=== alu_result_queue ===
alu_result_queue/met3.png
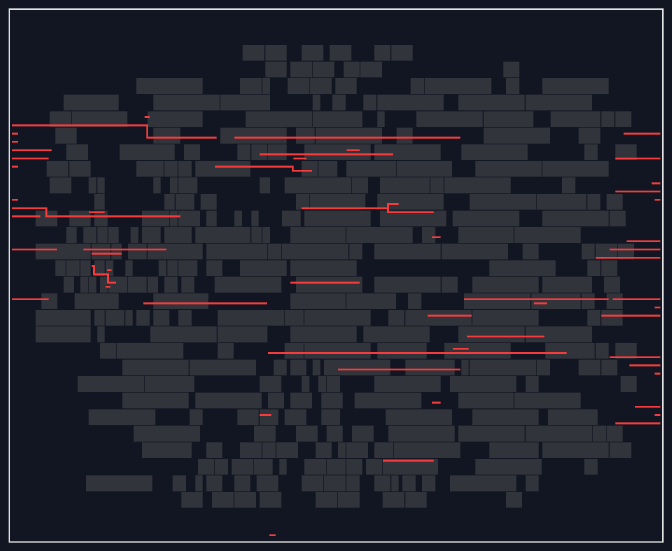

`config.mk`:
```
export PLATFORM = sky130hd
export DESIGN_NAME = alu_result_queue
export DESIGN_NICKNAME = d
export VERILOG_FILES = /design/src/rtl/alu_result_queue.sv
export SDC_FILE = /design/constraint.sdc
export NUM_CORES = 1
export LEC_CHECK = 0
export CAP_MARGIN = 30
export CORE_ASPECT_RATIO = 0.8
export CORE_MARGIN = 4
export CORE_UTILIZATION = 46
export CTS_BUF_LIST = sky130_fd_sc_hd__clkbuf_16
export DETAILED_ROUTE_END_ITERATION = 16
export PLACE_DENSITY = 0.7
export REMOVE_ABC_BUFFERS = 1
export SLEW_MARGIN = 10
export SYNTH_ARGS = -nofsm -noshare
export SYNTH_HDL_FRONTEND = slang
export SYNTH_SLANG_ARGS = --single-unit
```
`constraint.sdc`:
```
create_clock -name CLK -period 4.25 [get_ports CLK]
set_input_delay 0.6375 -clock CLK [delete_from_list [all_inputs] [get_ports CLK]]
set_output_delay 0.6375 -clock CLK [all_outputs]
set_load 0.1 [all_outputs]
```
`src/rtl/alu_result_queue.sv`:
```
// alu_result_queue: collects the four ALU unit results, keeps only the
// highest-priority valid one per cycle, tags it with its source unit and
// buffers it in a show-ahead FIFO read through a valid/ready handshake.
// Dropped pushes and multi-flag cycles are reported via sticky error bits.
module alu_result_queue #(
   parameter int width = 8,
   parameter int DEPTH = 4
) (
   input  logic                       CLK,
   input  logic                       RST,
   input  logic [2*width-1:0]         Arith_Out,
   input  logic                       Arith_Flag,
   input  logic [width-1:0]           Logic_Out,
   input  logic                       Logic_Flag,
   input  logic [width-1:0]           CMP_Out,
   input  logic                       CMP_Flag,
   input  logic [width-1:0]           SHIFT_Out,
   input  logic                       SHIFT_Flag,
   input  logic                       Res_Ready,
   input  logic                       Clr_Err,
   output logic                       Res_Valid,
   output logic [2*width-1:0]         Res_Data,
   output logic [1:0]                 Res_Src,
   output logic [$clog2(DEPTH):0]     Fill,
   output logic                       Overflow,
   output logic                       Multi_Err
);

   localparam int PTR_W  = $clog2(DEPTH);
   localparam int FILL_W = PTR_W + 1;
   localparam int RES_W  = 2 * width;
   localparam int ENT_W  = RES_W + 2;

   localparam logic [1:0] SRC_ARITH = 2'b00;
   localparam logic [1:0] SRC_LOGIC = 2'b01;
   localparam logic [1:0] SRC_CMP   = 2'b10;
   localparam logic [1:0] SRC_SHIFT = 2'b11;

   // Entry storage; contents are never reset, only the pointers are.
   logic [ENT_W-1:0]  mem_q [DEPTH];

   logic [PTR_W-1:0]  wr_ptr_q, wr_ptr_d;
   logic [PTR_W-1:0]  rd_ptr_q, rd_ptr_d;
   logic [FILL_W-1:0] fill_q,   fill_d;
   logic              ovf_q,    ovf_d;
   logic              multi_q,  multi_d;

   logic [3:0]        flags;
   logic              push_req;
   logic              multi_hit;
   logic [1:0]        win_src;
   logic [RES_W-1:0]  win_data;
   logic              not_empty;
   logic              full;
   logic              pop;
   logic              drop;
   logic              do_push;
   logic [ENT_W-1:0]  head;

   assign flags     = {SHIFT_Flag, CMP_Flag, Logic_Flag, Arith_Flag};
   assign push_req  = |flags;
   // More than one bit set: clearing the lowest set bit leaves something.
   assign multi_hit = (flags & (flags - 4'd1)) != 4'd0;

   // Pick the winning unit (Arith > Logic > CMP > Shift) and zero-extend it.
   always_comb begin
      win_src  = SRC_ARITH;
      win_data = '0;
      if (Arith_Flag) begin
         win_src  = SRC_ARITH;
         win_data = Arith_Out;
      end else if (Logic_Flag) begin
         win_src  = SRC_LOGIC;
         win_data = {{width{1'b0}}, Logic_Out};
      end else if (CMP_Flag) begin
         win_src  = SRC_CMP;
         win_data = {{width{1'b0}}, CMP_Out};
      end else if (SHIFT_Flag) begin
         win_src  = SRC_SHIFT;
         win_data = {{width{1'b0}}, SHIFT_Out};
      end
   end

   // Handshake decode: pops only when something is queued; a push into a
   // full FIFO survives only if the head leaves in the same cycle.
   always_comb begin
      not_empty = (fill_q != '0);
      full      = (fill_q == FILL_W'(DEPTH));
      pop       = not_empty && Res_Ready;
      drop      = push_req && full && !pop;
      do_push   = push_req && !drop;
   end

   // Next-state for pointers, fill counter and sticky error bits.
   always_comb begin
      wr_ptr_d = wr_ptr_q;
      rd_ptr_d = rd_ptr_q;
      fill_d   = fill_q;
      ovf_d    = ovf_q;
      multi_d  = multi_q;

      if (do_push) begin
         wr_ptr_d = wr_ptr_q + PTR_W'(1);
      end
      if (pop) begin
         rd_ptr_d = rd_ptr_q + PTR_W'(1);
      end

      case ({do_push, pop})
         2'b10:   fill_d = fill_q + FILL_W'(1);
         2'b01:   fill_d = fill_q - FILL_W'(1);
         default: fill_d = fill_q;
      endcase

      // Clear first so that a set in the same cycle takes precedence.
      if (Clr_Err) begin
         ovf_d   = 1'b0;
         multi_d = 1'b0;
      end
      if (drop) begin
         ovf_d = 1'b1;
      end
      if (multi_hit) begin
         multi_d = 1'b1;
      end
   end

   // Control state register with asynchronous active-low reset.
   always_ff @(posedge CLK or negedge RST) begin
      if (!RST) begin
         wr_ptr_q <= '0;
         rd_ptr_q <= '0;
         fill_q   <= '0;
         ovf_q    <= 1'b0;
         multi_q  <= 1'b0;
      end else begin
         wr_ptr_q <= wr_ptr_d;
         rd_ptr_q <= rd_ptr_d;
         fill_q   <= fill_d;
         ovf_q    <= ovf_d;
         multi_q  <= multi_d;
      end
   end

   // Entry write; a dropped push leaves the storage untouched.
   always_ff @(posedge CLK) begin
      if (do_push) begin
         mem_q[wr_ptr_q] <= {win_src, win_data};
      end
   end

   // Show-ahead head presentation, forced to zero while empty.
   assign head      = mem_q[rd_ptr_q];
   assign Res_Valid = not_empty;
   assign Res_Data  = not_empty ? head[RES_W-1:0]     : '0;
   assign Res_Src   = not_empty ? head[ENT_W-1:RES_W] : 2'b00;
   assign Fill      = fill_q;
   assign Overflow  = ovf_q;
   assign Multi_Err = multi_q;

endmodule

```
=== spi_master_seq ===
### src/rtl/spi_pkg.sv
// Shared types for the SPI master sequencer: FSM states and the {cpol,cpha}
// mode encoding.
package spi_pkg;
  typedef enum logic [1:0] {IDLE = 2'd0, LEAD = 2'd1, SHIFT = 2'd2, TRAIL = 2'd3} state_t;

  localparam logic [1:0] MODE0 = 2'b00;
  localparam logic [1:0] MODE1 = 2'b01;
  localparam logic [1:0] MODE2 = 2'b10;
  localparam logic [1:0] MODE3 = 2'b11;

  function automatic logic mode_cpol(input logic [1:0] m);
    return (m == MODE2) || (m == MODE3);
  endfunction

  function automatic logic mode_cpha(input logic [1:0] m);
    return (m == MODE1) || (m == MODE3);
  endfunction
endpackage

### src/rtl/spi_half_period_tick.sv
// SCLK half-period divider: pulses tick once every 2^spr clk cycles,
// restarting from zero whenever clr is asserted.
module spi_half_period_tick #(
  parameter int PRESCALAR_WIDTH = 3
) (
  input  logic                       clk,
  input  logic                       rst,
  input  logic                       clr,
  input  logic [PRESCALAR_WIDTH-1:0] spr,
  output logic                       tick
);
  localparam int CW = 2 ** PRESCALAR_WIDTH;

  logic [CW-1:0] cnt;
  logic [CW-1:0] lim;

  assign lim  = (CW'(1) << spr) - CW'(1);
  assign tick = (cnt == lim);

  always_ff @(posedge clk) begin
    if (rst || clr)  cnt <= '0;
    else if (tick)   cnt <= '0;
    else             cnt <= cnt + CW'(1);
  end
endmodule

### src/rtl/spi_master_seq.sv
// SPI master transfer sequencer: one word per handshake, all four CPOL/CPHA
// modes, MSB first, SCLK half-period of 2^spr clk cycles.
module spi_master_seq
  import spi_pkg::*;
#(
  parameter int DATA_WIDTH      = 8,
  parameter int PRESCALAR_WIDTH = 3
) (
  input  logic                       clk,
  input  logic                       rst,
  input  logic [PRESCALAR_WIDTH-1:0] spr,
  input  logic                       cpol,
  input  logic                       cpha,
  input  logic [DATA_WIDTH-1:0]      tx_data,
  input  logic                       tx_valid,
  output logic                       tx_ready,
  output logic [DATA_WIDTH-1:0]      rx_data,
  output logic                       rx_valid,
  output logic                       busy,
  output logic                       ss_n,
  output logic                       sclk,
  output logic                       mosi,
  input  logic                       miso
);
  localparam int EW = $clog2(2 * DATA_WIDTH);
  localparam logic [EW-1:0] LAST_E = EW'(2 * DATA_WIDTH - 1);

  state_t                     state;
  logic [1:0]                 cfg_mode;
  logic [PRESCALAR_WIDTH-1:0] cfg_spr;
  logic [DATA_WIDTH-1:0]      tx_sr, rx_sr;
  logic [EW-1:0]              e;
  logic                       tick, accept, cfg_cpol, cfg_cpha, lead_e;

  assign tx_ready = (state == IDLE);
  assign busy     = (state != IDLE);
  assign accept   = tx_valid && tx_ready;
  assign cfg_cpol = mode_cpol(cfg_mode);
  assign cfg_cpha = mode_cpha(cfg_mode);
  assign lead_e   = ~e[0];

  spi_half_period_tick #(.PRESCALAR_WIDTH(PRESCALAR_WIDTH)) u_tick (
    .clk  (clk),
    .rst  (rst),
    .clr  (accept),
    .spr  (cfg_spr),
    .tick (tick)
  );

  always_ff @(posedge clk) begin
    if (rst) begin
      state    <= IDLE;
      ss_n     <= 1'b1;
      sclk     <= 1'b0;
      mosi     <= 1'b0;
      rx_data  <= '0;
      rx_valid <= 1'b0;
      cfg_mode <= '0;
      cfg_spr  <= '0;
      tx_sr    <= '0;
      rx_sr    <= '0;
      e        <= '0;
    end else begin
      rx_valid <= 1'b0;
      case (state)
        IDLE: begin
          cfg_mode <= {cpol, cpha};
          cfg_spr  <= spr;
          ss_n     <= 1'b1;
          sclk     <= cfg_cpol;
          if (accept) begin
            state <= LEAD;
            ss_n  <= 1'b0;
            sclk  <= cpol;
            e     <= '0;
            // cpha=0 presents the MSB before the first edge; cpha=1 drives it on edge 0
            tx_sr <= cpha ? tx_data : (tx_data << 1);
            if (!cpha) mosi <= tx_data[DATA_WIDTH-1];
          end
        end
        LEAD: if (tick) state <= SHIFT;
        SHIFT: if (tick) begin
          sclk <= ~sclk;
          e    <= e + EW'(1);
          if (lead_e ^ cfg_cpha) begin
            rx_sr <= {rx_sr[DATA_WIDTH-2:0], miso};
          end else if (cfg_cpha || (e != LAST_E)) begin
            mosi  <= tx_sr[DATA_WIDTH-1];
            tx_sr <= tx_sr << 1;
          end
          if (e == LAST_E) state <= TRAIL;
        end
        TRAIL: if (tick) begin
          state    <= IDLE;
          ss_n     <= 1'b1;
          rx_valid <= 1'b1;
          rx_data  <= rx_sr;
        end
        default: begin
          state <= IDLE;
          ss_n  <= 1'b1;
        end
      endcase
    end
  end
endmodule

### config.mk
export PLATFORM = sky130hd
export DESIGN_NAME = spi_master_seq
export DESIGN_NICKNAME = d
export VERILOG_FILES = /design/src/rtl/spi_pkg.sv /design/src/rtl/spi_half_period_tick.sv /design/src/rtl/spi_master_seq.sv
export SDC_FILE = /design/constraint.sdc
export NUM_CORES = 1
export LEC_CHECK = 0
export ABC_AREA = 0
export CAP_MARGIN = 20
export CORE_ASPECT_RATIO = 1.2
export CORE_MARGIN = 10
export CORE_UTILIZATION = 43
export DETAILED_ROUTE_END_ITERATION = 16
export PLACE_DENSITY_LB_ADDON = 0.05
export SETUP_SLACK_MARGIN = 0.02
export SLEW_MARGIN = 20
export SYNTH_ARGS = -nofsm -noshare
export SYNTH_HDL_FRONTEND = slang
export SYNTH_HIERARCHICAL = 1
export SYNTH_SLANG_ARGS = --single-unit
### constraint.sdc
create_clock -name clk -period 3.5 [get_ports clk]
set_input_delay 0.525 -clock clk [delete_from_list [all_inputs] [get_ports clk]]
set_output_delay 0.525 -clock clk [all_outputs]
set_load 0.01 [all_outputs]

## Gallery

Routing congestion map.
panel A
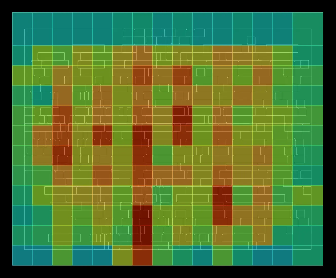
panel B
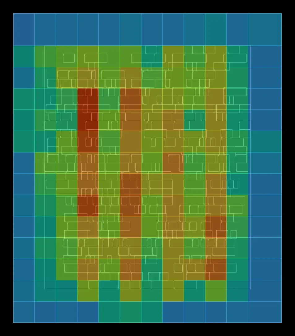
alu_result_queue -> panel A
spi_master_seq -> panel B
The one with the highest utilization is panel A.
The one with the most wire per cell is panel A.

spi_master_seq/met3.png
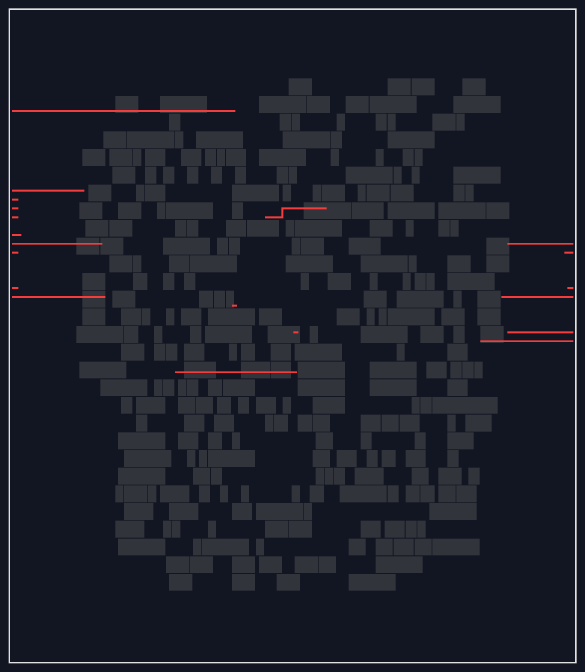
share of all routed wire: 3.1%
longest straight run: 34.0 µm
nets with wire on the layer: 17

==> flow_summary.ini, spi_master_seq <==
; implementation run metrics
[outcome]
outcome = complete, no violations

[timing]
max_freq_mhz = 356

[setup_path]
worst_path_largest_cell_delay_ns = 0.55
ff2ff_setup_slack_ns = 0.69
timing.critical_path.slowest_stage_cell = and3b_1

[min_path]
min_from = rx_data[6]$_SDFFE_PP0P_
worst_hold_path_type = register to register

[flow_run]
drv.max_cap_violation_count = 0

[synthesis]
synth_top_cell_by_count = dfxtp_1
ff_type = dfxtp_1
synth-warning-count = 6
post_synth_top_cells = dfxtp_1 (47), nand2_1 (34), a21oi_1 (23)

[placed_design]
dp_slack_ns = 0.695

[die]
chipArea_um2 = 8700

[cts]
postCtsSetupBuffers = 0

[finish]
final-clk-cell-share_pct = 3.69
layout-drive-gt1-share_pct = 7.14
alu_result_queue/met1.png
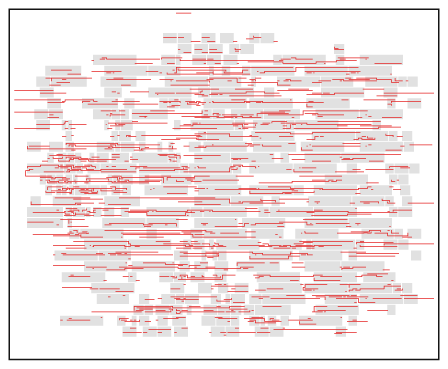
share of all routed wire: 44%
longest straight run: 29.2 µm
nets with wire on the layer: 322

About alu_result_queue/met3.png:
main direction: horizontal
nets with wire on the layer: 45
wire length on this layer: 474 µm
share of all routed wire: 6.1%
longest straight run: 48.8 µm

==> flow_summary.ini, alu_result_queue <==
; implementation run metrics
[synthesis]
number_of_instances_in_the_synthesized_netlist = 231
synth-simple-area-share_pct = 11.2
synth-warning-count = 0
top_area_share_pct = 59.8

[detailed_routing]
post_detailed_routing_wire_length_um = 7800
route.layer.met1.wl_um = 3430

[timing]
setup_viol = 0
final-max-slew-violation-count = 0
slew_headroom_pct = 34.9
final.setup.tns_ns = 0
final_critical_path_setup_slack_ns = 1.32

[finish]
ff_count = 81
nMultiInputCombCells = 128
dominant-cell-class = flip-flops and latches

[grt]
grt_antenna_before_repair = 0
met3_usage_pct = 4.08
gr-usage-met2_pct = 28.3

[placed_design]
dp_slack_ns = 1.35
finalWeightedCongestion = 0.799

[setup_path]
worstSetupPathType = register to output port
ff2ff_setup_slack_ns = 2.03
crit_required_ns = 3.61

[cts]
post_cts_resize_count = 0

[outcome]
outcome = complete, no violations

[flow_run]
stage_log_warnings = 28


==> notes/layouts.md <==
Pictures saved along the way, in no particular order.

M2 wires.
image #1
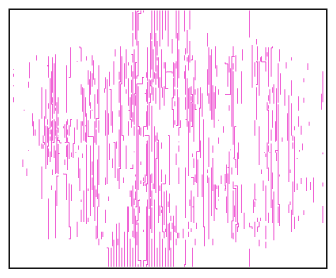
image #2
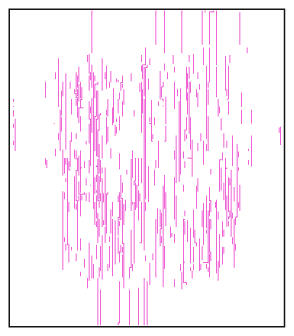
- spi_master_seq = image #2
- alu_result_queue = image #1

